# ---- pc_unit ----
Fig. 1: pc_unit, signal wires on met3
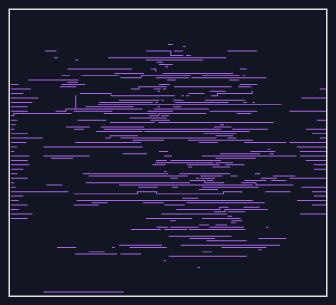
Fig. 2: pc_unit, I/O nets highlighted
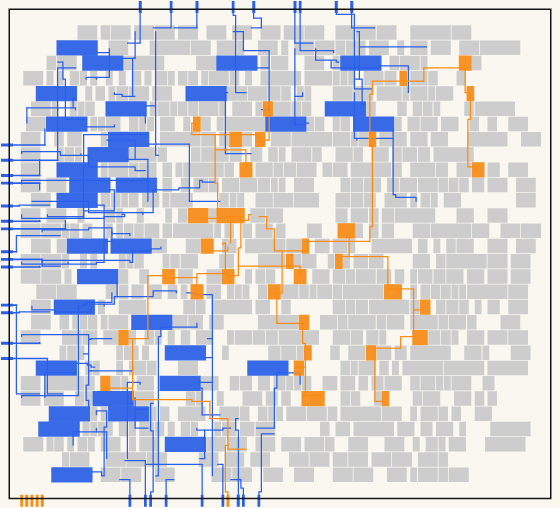
Fig. 3: pc_unit, placement density heat map
10 x 9 tiles, from black (low) to pale yellow (high), 0 to 100% covered.
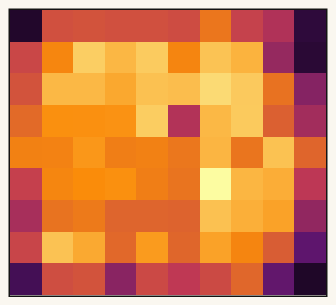
==> src/rtl/pc_unit.sv <==
// pc_unit: fetch-stage program counter with stall, branch/flush redirect and a
// one-entry buffer that holds a branch resolved while fetch is stalled.
module pc_unit #(
  parameter int PC_W = 32,
  parameter logic [PC_W-1:0] RESET_VECTOR = '0,
  parameter int STEP = 4,
  parameter int STALL_W = 6
) (
  input  logic               clk,
  input  logic               reset,
  input  logic [STALL_W-1:0] stall_en,
  input  logic               branch_flag,
  input  logic [PC_W-1:0]    branch_target,
  input  logic               flush,
  input  logic [PC_W-1:0]    flush_target,
  output logic               chip_en,
  output logic [PC_W-1:0]    pc,
  output logic               redirect_pending,
  output logic [PC_W-1:0]    pending_target
);
  localparam logic [PC_W-1:0] STEP_V = PC_W'(STEP);
  logic            stalled;
  logic            unused_stall;
  logic [PC_W-1:0] pc_nxt;
  logic            pend_nxt;
  logic [PC_W-1:0] ptgt_nxt;
  assign stalled      = stall_en[0];
  assign unused_stall = ^stall_en;
  // Flush beats everything; a live branch beats the buffered one; stalls defer branches.
  always_comb begin
    pc_nxt   = !chip_en                      ? RESET_VECTOR   :
               flush                         ? flush_target   :
               (!stalled && branch_flag)     ? branch_target  :
               (!stalled && redirect_pending) ? pending_target :
               stalled                       ? pc             : pc + STEP_V;
    pend_nxt = chip_en && !flush && stalled && (redirect_pending || branch_flag);
    ptgt_nxt = (chip_en && !flush && stalled && branch_flag) ? branch_target : pending_target;
  end
  always_ff @(posedge clk) begin
    if (reset) begin
      chip_en          <= 1'b0;
      pc               <= RESET_VECTOR;
      redirect_pending <= 1'b0;
      pending_target   <= '0;
    end else begin
      chip_en          <= 1'b1;
      pc               <= pc_nxt;
      redirect_pending <= pend_nxt;
      pending_target   <= ptgt_nxt;
    end
  end
endmodule

==> config.mk <==
export PLATFORM = sky130hd
export DESIGN_NAME = pc_unit
export DESIGN_NICKNAME = d
export VERILOG_FILES = /design/src/rtl/pc_unit.sv
export SDC_FILE = /design/constraint.sdc
export NUM_CORES = 1
export LEC_CHECK = 0
export CAP_MARGIN = 5
export CORE_ASPECT_RATIO = 0.9
export CORE_MARGIN = 1.5
export CORE_UTILIZATION = 51
export CTS_BUF_LIST = sky130_fd_sc_hd__clkbuf_2 sky130_fd_sc_hd__clkbuf_4 sky130_fd_sc_hd__clkbuf_8
export CTS_CLUSTER_DIAMETER = 120
export CTS_CLUSTER_SIZE = 14
export DETAILED_ROUTE_END_ITERATION = 8
export PLACE_DENSITY = 0.89
export SYNTH_ARGS = -nofsm -noshare
export SYNTH_HDL_FRONTEND = slang
export SYNTH_SLANG_ARGS = --single-unit
==> constraint.sdc <==
create_clock -name clk -period 3.42 [get_ports clk]
set_clock_uncertainty 0.15 [all_clocks]
set_input_delay 0.855 -clock clk [delete_from_list [all_inputs] [get_ports clk]]
set_output_delay 0.855 -clock clk [all_outputs]
set_load 0.01 [all_outputs]
==> notes.md <==
Implementation run completed; key figures follow.

Floorplan:
- The run puts the die height at 87.0 microns.
- In this run the horizontal extent of the chip is 96.3 microns.

Layout:
- The run puts the non-clock inverter count in the final layout at 11.
- The run gives the biggest cell category by area in the final layout as logic gates.
- The run gives the clock tree buffer count of the final layout as 9.
- The run gives the count of antenna diodes in the layout as 0.

Run status:
- The flow ran to the end, and the final reports show no timing, DRC or antenna violations.

Critical path:
- The run puts the largest fanout on the critical path at 13.
- STA puts the critical path data required time at 3.47 ns.

Clock network:
- Per the repair_timing log after CTS, setup buffers inserted total 0.
- The run puts the number of CTS-inserted buffers at 9.

Place:
- The run puts the final estimated routing congestion in global placement at 0.959.

Logic synthesis:
- The synthesized netlist occupies a cell area of 4000 sq um.
- The cell-mix breakdown from Yosys lists the XOR/XNOR area share as 0.0329.
- Counting flops with an async set or reset pin after synthesis yields a share of 0.

Route:
- The iteration count recorded for the first detailed-route pass is 8.

Pwr:
- The run gives the total net switching power as 566 uW.
- Total power normalized to cell area comes to 324 nW/um^2.
About Fig. 1:
wire length on this layer: 2140 microns
longest straight run: 55.7 microns
main direction: horizontal
met3 routing resource usage after global routing: 0.108
drt total wl: 15.7 mm
vias post-DR: 5028

About Fig. 2:
| port | colour | direction | end cells | buffers | wire |
|---|---|---|---|---|---|
| `stall_en` | orange | input | 35 | 3 | 378 microns |
| `pending_target` | blue | output | 32 | 32 | 1140 microns |
number of port buffers: 134
Ports: 140

About Fig. 3:
mean over tiles: 65%
fullest tile: 99%
tiles over 75% full: 37%

worst paths after layout:
| check | from | endpoint | slack (ns) | cells after the start |
|---|---|---|---|---|
| max | stall_en[0] | pc[20]$_SDFFE_PP0P_ | 0.48 | 5 |
| min | pending_target[24]$_SDFFE_PP0P_ | pending_target[24]$_SDFFE_PP0P_ | 0.33 | 2 |
| max reg2reg | pc[3]$_SDFFE_PP0P_ | pc[14]$_SDFFE_PP0P_ | 0.82 | 6 |
| min reg2reg | pending_target[24]$_SDFFE_PP0P_ | pending_target[24]$_SDFFE_PP0P_ | 0.33 | 2 |
stage by stage:
step                       util  area, sq um  hold WS (ns)
after floorplan               -         4000         0.338
after global placement    0.712         5400         0.303
after detailed placement  0.712         5400         0.314
after CTS                 0.735         5570         0.326
after global routing      0.735         5570         0.346
final                     0.735         5570         0.325
power by group through the flow:
| stage | sequential [uW] | clock (uW) | combinational (uW) |
|---|---|---|---|
| floorplan | 846 | 0 | 149 |
| global placement | 844 | 0 | 343 |
| detailed placement | 846 | 0 | 348 |
| CTS | 828 | 616 | 350 |
| global route | 834 | 647 | 380 |
| finish | 830 | 614 | 360 |

# ---- fetch_buffer ----
Fig. 4: fetch_buffer, register map, names as in the netlist
Other sequential cells in the stronger grey, the rest of the logic in the fainter grey.
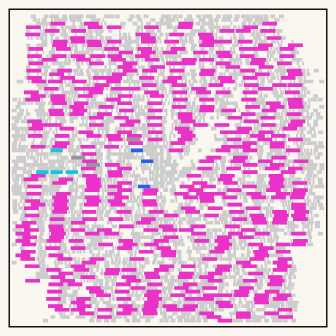
Fig. 5: fetch_buffer, signal wires on met3
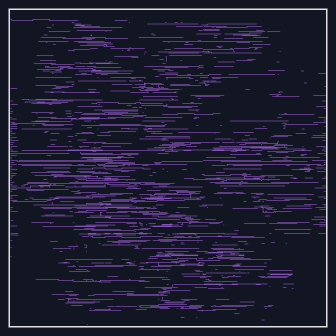
Fig. 6: fetch_buffer, I/O nets highlighted
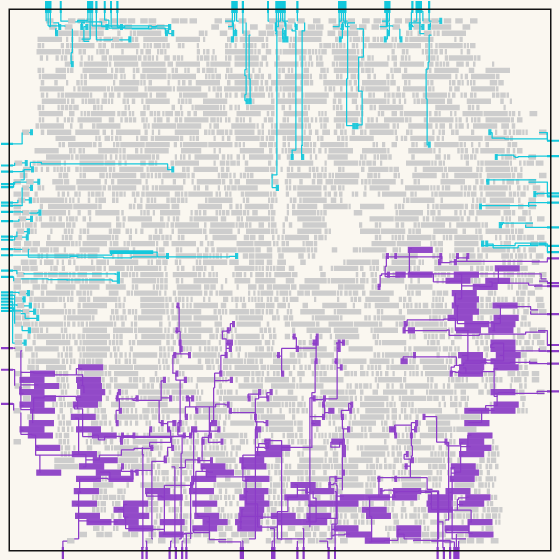
## src/rtl/fetch_buffer_pkg.sv

```systemverilog
// Shared pipeline defines for the fetch buffer: NOP encoding, default depth, entry layout.
// Latency: n/a (types and constants only).
// Backpressure: n/a.
package fetch_buffer_pkg;

  localparam int          FB_DEFAULT_DEPTH = 8;
  localparam logic [31:0] NOP_INST         = 32'h0000_0013;

  // One buffered instruction together with the PC it was fetched from.
  typedef struct packed {
    logic [31:0] inst;
    logic [31:0] pc;
  } fb_entry_t;

  // Decode never takes more than two per cycle; an encoding of 3 means 2.
  function automatic logic [1:0] clamp_consume(input logic [1:0] req);
    return (req == 2'd3) ? 2'd2 : req;
  endfunction

endpackage

```

## src/rtl/fetch_buffer_ram.sv

```systemverilog
// Entry storage for the fetch buffer: DEPTH x {inst, pc}, two write ports, two async read ports.
// Latency: write visible on read ports the cycle after the write edge; reads are combinational.
// Backpressure: none; the owner guarantees the two write addresses differ when both are enabled.
//
// Ports: clk; wr0_*/wr1_* (enable, address, entry); rd0_*/rd1_* (address in, entry out).
// Contents are deliberately not reset: nothing reads an entry before it has been written.
module fetch_buffer_ram
  import fetch_buffer_pkg::*;
#(
  parameter  int DEPTH = FB_DEFAULT_DEPTH,
  localparam int AW    = $clog2(DEPTH)
) (
  input  logic            clk,
  input  logic            wr0_en,
  input  logic [AW-1:0]   wr0_addr,
  input  fb_entry_t       wr0_dat,
  input  logic            wr1_en,
  input  logic [AW-1:0]   wr1_addr,
  input  fb_entry_t       wr1_dat,
  input  logic [AW-1:0]   rd0_addr,
  output fb_entry_t       rd0_dat,
  input  logic [AW-1:0]   rd1_addr,
  output fb_entry_t       rd1_dat
);

  fb_entry_t mem [DEPTH];

  always_ff @(posedge clk) begin
    if (wr0_en) mem[wr0_addr] <= wr0_dat;
    if (wr1_en) mem[wr1_addr] <= wr1_dat;
  end

  assign rd0_dat = mem[rd0_addr];
  assign rd1_dat = mem[rd1_addr];

endmodule

```

## src/rtl/fetch_buffer.sv

```systemverilog
// Instruction fetch buffer: circular queue of {inst, pc} between fetch and decode, two in / two out.
// Latency: an accepted fetch appears on the slot outputs one cycle later; no same-cycle bypass.
// Backpressure: stall_o asserts when fewer than two entries are free; fetches offered while stalled are dropped.
//
// Ports: clock_i, reset_i (async, active-high); fetch_valid_i/fetch_pc_i/idata_i write side;
//        flush_i discards everything; consume_i (0..2) read side; inst*/pc*/valid_o present the two
//        oldest entries; stall_o back to fetch; count_o current occupancy.
module fetch_buffer
  import fetch_buffer_pkg::*;
#(
  parameter  int DEPTH = FB_DEFAULT_DEPTH,
  localparam int AW    = $clog2(DEPTH),
  localparam int CW    = AW + 1
) (
  input  logic          clock_i,
  input  logic          reset_i,
  input  logic          fetch_valid_i,
  input  logic [31:0]   fetch_pc_i,
  input  logic [63:0]   idata_i,
  input  logic          flush_i,
  input  logic [1:0]    consume_i,
  output logic [31:0]   inst0_o,
  output logic [31:0]   inst1_o,
  output logic [31:0]   pc0_o,
  output logic [31:0]   pc1_o,
  output logic [1:0]    valid_o,
  output logic          stall_o,
  output logic [CW-1:0] count_o
);

  logic [AW-1:0] head_q;
  logic [AW-1:0] tail_q;
  logic [CW-1:0] count_q;

  logic          wr_accept;
  logic          wr_aligned;
  logic [1:0]    wr_num;
  logic [1:0]    consume_req;
  logic [1:0]    rd_num;
  fb_entry_t     wr0_dat;
  fb_entry_t     wr1_dat;
  fb_entry_t     rd0_dat;
  fb_entry_t     rd1_dat;

  // Stall looks only at registered occupancy so fetch sees a clean, early signal;
  // a consume in the same cycle frees space only from the next cycle on.
  assign stall_o    = (count_q > CW'(DEPTH - 2));
  assign wr_accept  = fetch_valid_i & ~stall_o & ~flush_i;
  assign wr_aligned = ~fetch_pc_i[2];
  assign wr_num     = wr_accept ? (wr_aligned ? 2'd2 : 2'd1) : 2'd0;

  // Never pop more than is held; writes landing this cycle are not yet consumable.
  assign consume_req = clamp_consume(consume_i);
  assign rd_num      = (CW'(consume_req) > count_q) ? count_q[1:0] : consume_req;

  // A PC with bit 2 set starts mid-pair, so only the upper word is a real instruction.
  assign wr0_dat.inst = wr_aligned ? idata_i[31:0] : idata_i[63:32];
  assign wr0_dat.pc   = fetch_pc_i;
  assign wr1_dat.inst = idata_i[63:32];
  assign wr1_dat.pc   = fetch_pc_i + 32'd4;

  fetch_buffer_ram #(
    .DEPTH (DEPTH)
  ) u_ram (
    .clk      (clock_i),
    .wr0_en   (wr_accept),
    .wr0_addr (tail_q),
    .wr0_dat  (wr0_dat),
    .wr1_en   (wr_accept & wr_aligned),
    .wr1_addr (tail_q + AW'(1)),
    .wr1_dat  (wr1_dat),
    .rd0_addr (head_q),
    .rd0_dat  (rd0_dat),
    .rd1_addr (head_q + AW'(1)),
    .rd1_dat  (rd1_dat)
  );

  // Pointers are exactly log2(DEPTH) bits wide, so natural overflow is the modulo wrap.
  always_ff @(posedge clock_i or posedge reset_i) begin
    if (reset_i) begin
      head_q  <= '0;
      tail_q  <= '0;
      count_q <= '0;
    end else if (flush_i) begin
      head_q  <= '0;
      tail_q  <= '0;
      count_q <= '0;
    end else begin
      head_q  <= head_q + AW'(rd_num);
      tail_q  <= tail_q + AW'(wr_num);
      count_q <= count_q + CW'(wr_num) - CW'(rd_num);
    end
  end

  assign valid_o[0] = (count_q != '0);
  assign valid_o[1] = (count_q >= CW'(2));
  assign count_o    = count_q;

  // Empty slots show a NOP at PC 0 so stale storage never leaks into decode.
  assign inst0_o = valid_o[0] ? rd0_dat.inst : NOP_INST;
  assign pc0_o   = valid_o[0] ? rd0_dat.pc   : 32'd0;
  assign inst1_o = valid_o[1] ? rd1_dat.inst : NOP_INST;
  assign pc1_o   = valid_o[1] ? rd1_dat.pc   : 32'd0;

endmodule

```

## config.mk

```make
export PLATFORM = sky130hd
export DESIGN_NAME = fetch_buffer
export DESIGN_NICKNAME = d
export VERILOG_FILES = /design/src/rtl/fetch_buffer_pkg.sv /design/src/rtl/fetch_buffer_ram.sv /design/src/rtl/fetch_buffer.sv
export SDC_FILE = /design/constraint.sdc
export NUM_CORES = 1
export LEC_CHECK = 0
export ABC_AREA = 1
export CAP_MARGIN = 10
export CORE_MARGIN = 1
export CORE_UTILIZATION = 56
export CTS_CLUSTER_DIAMETER = 150
export DETAILED_ROUTE_END_ITERATION = 8
export PLACE_DENSITY = 0.75
export SYNTH_ARGS = -nofsm -noshare
export SYNTH_HDL_FRONTEND = slang
export SYNTH_SLANG_ARGS = --single-unit
export TNS_END_PERCENT = 20
```

## constraint.sdc

```tcl
create_clock -name clock_i -period 17.1 [get_ports clock_i]
set_input_delay 3.42 -clock clock_i [delete_from_list [all_inputs] [get_ports clock_i]]
set_output_delay 3.42 -clock clock_i [all_outputs]
set_load 0.005 [all_outputs]
```

==> notes.md <==
Implementation run completed; key figures follow.

Logic synthesis:
- Of the synthesized area, sequential elements account for 0.504.
- The run gives the post-synth tally of flip-flops with integrated enable as 512.
- The run puts the adder-cell area share of the yosys netlist at 0.00823.

Layout:
- The run puts the count of antenna diodes in the layout at 0.
- The run puts the number of flip-flops in the largest register at 512.
- The run gives the largest register by flop count as u_ram.mem.
- Non-clock buffers in the final layout number 273.
- The run gives the fraction of layout cells with a size suffix above 1 as 0.0447.
- The number of multi-input combinational cells in the layout is 2682.
- The run gives the area used by multi-input combinational logic as 13100 sq um.

STA:
- In the final timing run, aggregate negative setup slack is 0 ns.
- The run puts the final cycle utilization of the critical path at 0.535.

Run status:
- The run finished with clean final reports.

Route:
- The run gives the detailed-route DRC error count as 0.
- The run puts the vias after detailed routing at 27.9k.
- The script logs the mean routed wire length per placed instance as 21.8 microns.

Critical path:
- The capture point of the worst register-to-register path is recorded as u_ram.mem[6][58]$_DFFE_PP_.
- Per the post-run analysis, buffers plus inverters along the critical path come to 4.
- The largest single stage delay on the critical path is 0.98 ns.

Global routing:
- Summed over all routing layers, the global router reports a total usage of 0.340.
- The run gives the leftover overflow at the end of global routing as 0.

Floorplan:
- The run gives the number of ports placed on the die boundary as 237.
- At the floorplan stage, the core utilization is reported as 0.572.
- Per the OpenROAD floorplan log, the width of the die is 237 microns.

Place:
- The run puts the cell area after placement at 33100 sq um.
- The run gives the number of I/O port buffers as 236.

Min path:
- The run gives the hold path startpoint as tail_q[2]$_DFF_PP0_.
## Picture notes: Fig. 4
| name in the netlist | colour | flops |
|---|---|---|
| `count_o` | cyan | 4 |
| `tail_q` | blue | 3 |
| `u_ram.mem` | magenta | 512 |

## Picture notes: Fig. 5
longest straight run: 106 microns
nets with wire on the layer: 386

## Picture notes: Fig. 6
| port | colour | direction | end cells | buffers | wire |
|---|---|---|---|---|---|
| `fetch_pc_i` | purple | input | 255 | 32 | 3290 microns |
| `idata_i` | cyan | input | 64 | 64 | 1650 microns |

-- metal layers --
layer  up-vias  part of all wire  global-route usage
met5         -           0.00017                   0
met4         2             0.037               0.141
met3       284              0.12              0.0598
met2      1879              0.46               0.537
met1     12800              0.38               0.466
li1      12900                 -                   -
-- worst register-to-register path: cells and delay by family, from the launching register on --
kind / cells / cell delay (ns)
DFF: 1 / 0.39
adders and majority gates: 1 / 0.20
buffers and inverters: 4 / 1.33
AOI/OAI and AO/OA: 2 / 0.57
and+or+nand+nor: 3 / 1.06
-- where the power goes --
part           switching [uW]  internal, uW  total [uW]  leakage, uW
registers                79.7          1480        1560      0.00476
logic                    1990          1280        3260      0.00803
clock network             514           750        1260     0.000908
total                    2580          3500        6080       0.0137
-- through the flow --
stage | utilization | power, uW | setup slack, ns
after floorplan | - | 3400 | 7.93
after global placement | 0.610 | 4740 | 8.81
after detailed placement | 0.610 | 4770 | 8.71
after global routing | 0.644 | 6390 | 7.63
final | 0.644 | 6080 | 7.95
after CTS | 0.644 | 6030 | 8.09

# ---- uart_tx ----
Fig. 7: uart_tx, wiring heat map
17 x 17 tiles, from black (low) to pale yellow (high), scaled to the fullest tile. Values are wire area over tile area, all layers added.
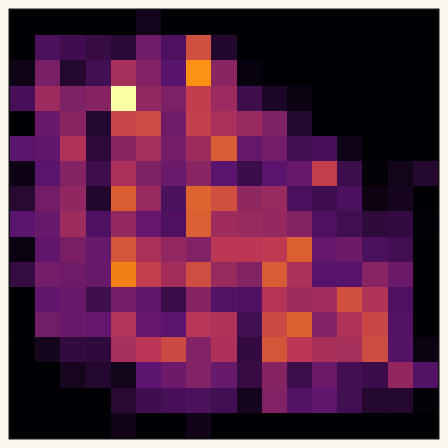
**src/rtl/uart_pkg.sv**
```systemverilog
// Shared UART definitions: bit timing default, frame shape and transmitter FSM encoding.
package uart_pkg;

  localparam int unsigned DEF_CLK_PER_BIT = 435;
  localparam int unsigned DATA_BITS       = 8;
  localparam int unsigned STOP_BITS       = 1;

  typedef enum logic [1:0] {
    StIdle  = 2'd0,
    StStart = 2'd1,
    StData  = 2'd2,
    StStop  = 2'd3
  } tx_state_e;

endpackage

```
**src/rtl/tx_fifo.sv**
```systemverilog
// Small power-of-two FIFO with wrap-bit pointers; a push while full is taken only alongside a pop.
module tx_fifo
  import uart_pkg::*;
#(
  parameter int unsigned Depth = 4,
  parameter int unsigned Width = DATA_BITS
) (
  input  logic             i_clk,
  input  logic             i_n_rst,
  input  logic             i_push,
  input  logic [Width-1:0] i_data,
  input  logic             i_pop,
  output logic [Width-1:0] o_data,
  output logic             o_full,
  output logic             o_empty
);

  localparam int unsigned AW = $clog2(Depth);

  logic [AW:0]      r_wptr;
  logic [AW:0]      r_rptr;
  logic [Width-1:0] r_mem [Depth];
  logic             w_do_push;
  logic             w_do_pop;

  assign o_empty   = (r_wptr == r_rptr);
  assign o_full    = (r_wptr[AW] != r_rptr[AW]) && (r_wptr[AW-1:0] == r_rptr[AW-1:0]);
  assign w_do_pop  = i_pop && !o_empty;
  // The slot being popped this cycle can take the incoming byte.
  assign w_do_push = i_push && (!o_full || w_do_pop);
  assign o_data    = r_mem[r_rptr[AW-1:0]];

  always_ff @(posedge i_clk) begin
    if (w_do_push) begin
      r_mem[r_wptr[AW-1:0]] <= i_data;
    end
  end

  always_ff @(posedge i_clk or negedge i_n_rst) begin
    if (!i_n_rst) begin
      r_wptr <= '0;
      r_rptr <= '0;
    end else begin
      if (w_do_push) r_wptr <= r_wptr + 1'b1;
      if (w_do_pop)  r_rptr <= r_rptr + 1'b1;
    end
  end

endmodule

```
**src/rtl/uart_tx.sv**
```systemverilog
// Buffered 8N1 UART transmitter: byte FIFO feeding a registered-output serialiser.
module uart_tx
  import uart_pkg::*;
#(
  parameter int unsigned CLK_PER_BIT = DEF_CLK_PER_BIT,
  parameter int unsigned FIFO_DEPTH  = 4
) (
  input  logic       clk,
  input  logic       n_rst,
  input  logic [7:0] Datain,
  input  logic       Datain_valid,
  output logic       Datain_ready,
  output logic       TXD,
  output logic       tx_busy
);

  localparam int unsigned BW     = (CLK_PER_BIT > 1) ? $clog2(CLK_PER_BIT) : 1;
  localparam int unsigned IW     = $clog2(DATA_BITS);
  localparam logic [BW-1:0] BaudTc  = BW'(CLK_PER_BIT - 1);
  localparam logic [IW-1:0] LastBit = IW'(DATA_BITS - 1);

  tx_state_e            r_state;
  logic [BW-1:0]        r_baud;
  logic [IW-1:0]        r_bit;
  logic [DATA_BITS-1:0] r_sr;
  logic                 r_txd;

  logic                 w_full;
  logic                 w_empty;
  logic                 w_pop;
  logic                 w_baud_tc;
  logic [DATA_BITS-1:0] w_fifo_data;

  tx_fifo #(
    .Depth (FIFO_DEPTH),
    .Width (DATA_BITS)
  ) u_fifo (
    .i_clk   (clk),
    .i_n_rst (n_rst),
    .i_push  (Datain_valid),
    .i_data  (Datain),
    .i_pop   (w_pop),
    .o_data  (w_fifo_data),
    .o_full  (w_full),
    .o_empty (w_empty)
  );

  assign w_baud_tc = (r_baud == BaudTc);

  always_comb begin
    w_pop = 1'b0;
    if (!w_empty) begin
      w_pop = (r_state == StIdle) || ((r_state == StStop) && w_baud_tc);
    end
  end

  always_ff @(posedge clk or negedge n_rst) begin
    if (!n_rst) begin
      r_state <= StIdle;
      r_baud  <= '0;
      r_bit   <= '0;
      r_sr    <= '0;
      r_txd   <= 1'b1;
    end else begin
      // Line level follows the state one cycle later, so TXD is purely registered.
      unique case (r_state)
        StIdle:  r_txd <= 1'b1;
        StStart: r_txd <= 1'b0;
        StData:  r_txd <= r_sr[0];
        StStop:  r_txd <= 1'b1;
      endcase

      unique case (r_state)
        StIdle: begin
          if (w_pop) begin
            r_sr    <= w_fifo_data;
            r_baud  <= '0;
            r_bit   <= '0;
            r_state <= StStart;
          end
        end
        StStart: begin
          if (w_baud_tc) begin
            r_baud  <= '0;
            r_bit   <= '0;
            r_state <= StData;
          end else begin
            r_baud <= r_baud + 1'b1;
          end
        end
        StData: begin
          if (w_baud_tc) begin
            r_baud <= '0;
            r_sr   <= r_sr >> 1;
            if (r_bit == LastBit) begin
              r_bit   <= '0;
              r_state <= StStop;
            end else begin
              r_bit <= r_bit + 1'b1;
            end
          end else begin
            r_baud <= r_baud + 1'b1;
          end
        end
        StStop: begin
          if (w_baud_tc) begin
            r_baud <= '0;
            if (w_pop) begin
              r_sr    <= w_fifo_data;
              r_state <= StStart;
            end else begin
              r_state <= StIdle;
            end
          end else begin
            r_baud <= r_baud + 1'b1;
          end
        end
      endcase
    end
  end

  assign TXD          = r_txd;
  assign Datain_ready = !w_full;
  assign tx_busy      = (r_state != StIdle) || !w_empty;

endmodule

```
**config.mk**
```make
export PLATFORM = sky130hd
export DESIGN_NAME = uart_tx
export DESIGN_NICKNAME = d
export VERILOG_FILES = /design/src/rtl/uart_pkg.sv /design/src/rtl/tx_fifo.sv /design/src/rtl/uart_tx.sv
export SDC_FILE = /design/constraint.sdc
export NUM_CORES = 1
export LEC_CHECK = 0
export ABC_AREA = 1
export CAP_MARGIN = 10
export CORE_MARGIN = 4
export CORE_UTILIZATION = 54
export DETAILED_ROUTE_END_ITERATION = 6
export PLACE_DENSITY = 0.82
export SLEW_MARGIN = 5
export SYNTH_ARGS = -nofsm -noshare
export SYNTH_HDL_FRONTEND = slang
export SYNTH_SLANG_ARGS = --single-unit
export TNS_END_PERCENT = 10
```
**constraint.sdc**
```tcl
create_clock -name clk -period 2.24 [get_ports clk]
set_clock_uncertainty 0.15 [all_clocks]
set_input_delay 0.448 -clock clk [delete_from_list [all_inputs] [get_ports clk]]
set_output_delay 0.448 -clock clk [all_outputs]
set_load 0.005 [all_outputs]
```
==> notes.md <==
Implementation run completed; key figures follow.

Critical path:
- For this design, the slowest cell found on the critical path is sky130_fd_sc_hd__dfrtp_1.
- OpenSTA lists the critical path startpoint as u_fifo.r_rptr[2]$_DFFE_PN0P_.
- The worst setup path is launched from a flip-flop.
- For the worst reg-to-reg path, the endpoint reported by OpenROAD is u_fifo.r_mem[1][3]$_DFFE_PP_.
- The run gives the total buffers and inverters traversed by the critical path as 3.
- The run gives the largest fanout on the critical path as 9.
- The run gives the reg-to-reg setup timing slack as 0.16 ns.

Pwr:
- The flow reported a cell area power density of 1360 nW/um^2.

Place:
- The run gives the placed cell count as 408.
- The run gives the final estimated routing congestion in global placement as 0.834.

Floorplan:
- The run gives the placement row count as 27.
- The run gives the die height as 83.2 microns.

Logic synthesis:
- The run gives the netlist area before placement as 3050 sq um.
- The run puts the share of synthesized registers carrying an async set or reset at 0.475.
- The synthesis run shows the most used standard cells to be sky130_fd_sc_hd__nand2_1, sky130_fd_sc_hd__nand3_1, sky130_fd_sc_hd__edfxtp_1.
- The run gives the sequential fraction of the synthesis area as 0.553.
- The run gives the post-synthesis cell type with the largest instance count as sky130_fd_sc_hd__nand2_1.
- For this run, the number of Yosys warnings is 0.
- The run puts the number of cells in the yosys synthesis report at 315.

Run status:
- The flow ran to the end, and the final reports show no timing, DRC or antenna violations.

Layout:
- The run gives the fraction of layout cells with a size suffix above 1 as 0.195.
- The run puts the number of filler instances in the final layout at 433.

Min path:
- According to the hold report, the worst path is of the flip-flop to flip-flop type.
- The run gives the hold path startpoint as r_sr[0]$_DFFE_PN0P_.

Clock network:
- The run gives the root cell of the clock tree as sky130_fd_sc_hd__clkbuf_8.
- The run puts the quantity of hold-fixing buffers added after cts at 0.
- The run puts the clock latency of the later-clocked register in the worst-skew pair at 0.34 ns.

Global routing:
- The run gives the number of global-route vias before repair as 2227.
- Entering global routing, the biggest net connects 30 pins.
About Fig. 7:
densest ninth of the die: centre
tiles over half the peak: 9.3%
nearly empty tiles: 27%
fullest tile: 0.58
emptiest ninth of the die: north-east
mean over tiles: 0.13
vias post-DR: 2199
global router's overall resource usage: 0.190
drt total wl: 5.78 mm
average wire per standard cell: 13.4 microns

==> sequential cells by signal (all words and copies together), names as in the netlist <==
| name | cells |
|---|---|
| u_fifo.r_mem | 32 |
| r_baud | 9 |
| r_sr | 8 |
| r_bit | 3 |
| u_fifo.r_rptr | 3 |
| u_fifo.r_wptr | 3 |
| r_state | 2 |
| TXD | 1 |
==> logic make-up (layout without fill, tap and decap cells) <==
kind of cell | count (synthesis) | after routing | synth area share
AND/OR/NAND/NOR | 177 | 177 | 0.283
flip-flops | 61 | 61 | 0.553
buffers and inverters | 35 | 79 | 0.0516
AND-OR/OR-AND | 24 | 24 | 0.0442
adder cells (fa/ha/maj) | 14 | 14 | 0.0574
XOR/XNOR | 4 | 4 | 0.0115
==> layout make-up <==
| type | instances | area [sq um] | share of cell area |
|---|---|---|---|
| clock buffer | 9 | 124 | 0.0344 |
| inverter | 29 | 116 | 0.0323 |
| tap | 72 | 90.1 | 0.0250 |
| multi-input combinational | 219 | 1210 | 0.337 |
| clock inverter | 7 | 75.1 | 0.0209 |
| sequential | 61 | 1690 | 0.470 |
| timing repair buffer | 34 | 289 | 0.0803 |


## Gallery

Cell placement.
image #1
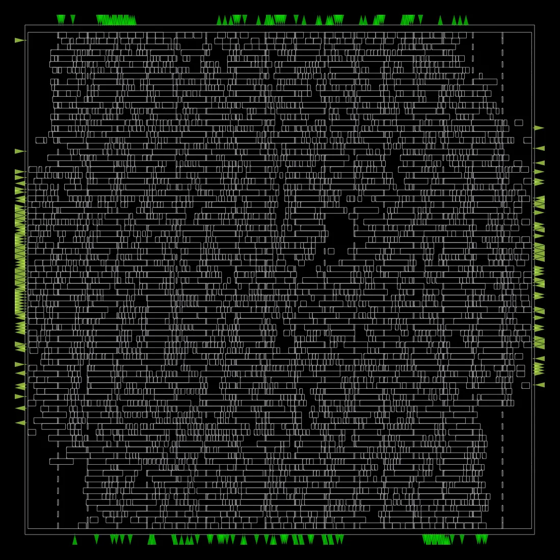
image #2
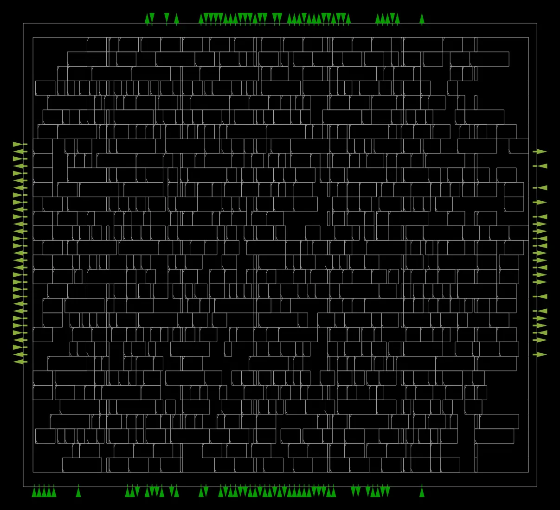
image #3
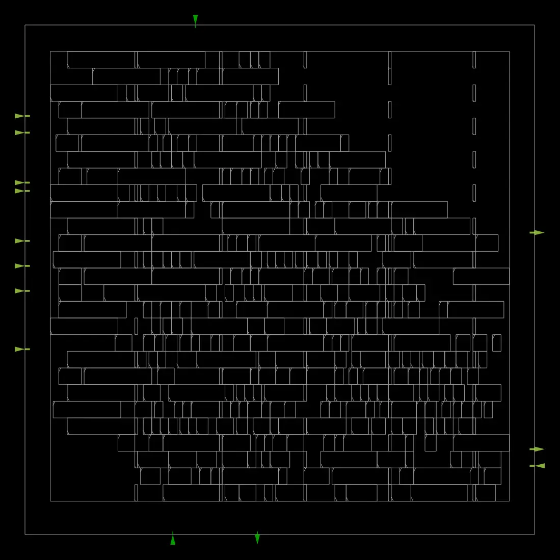
Image #1 is fetch_buffer.
Image #2 is pc_unit.
Image #3 is uart_tx.

Power figures rest on the tool's default switching activity, not on a simulated workload.
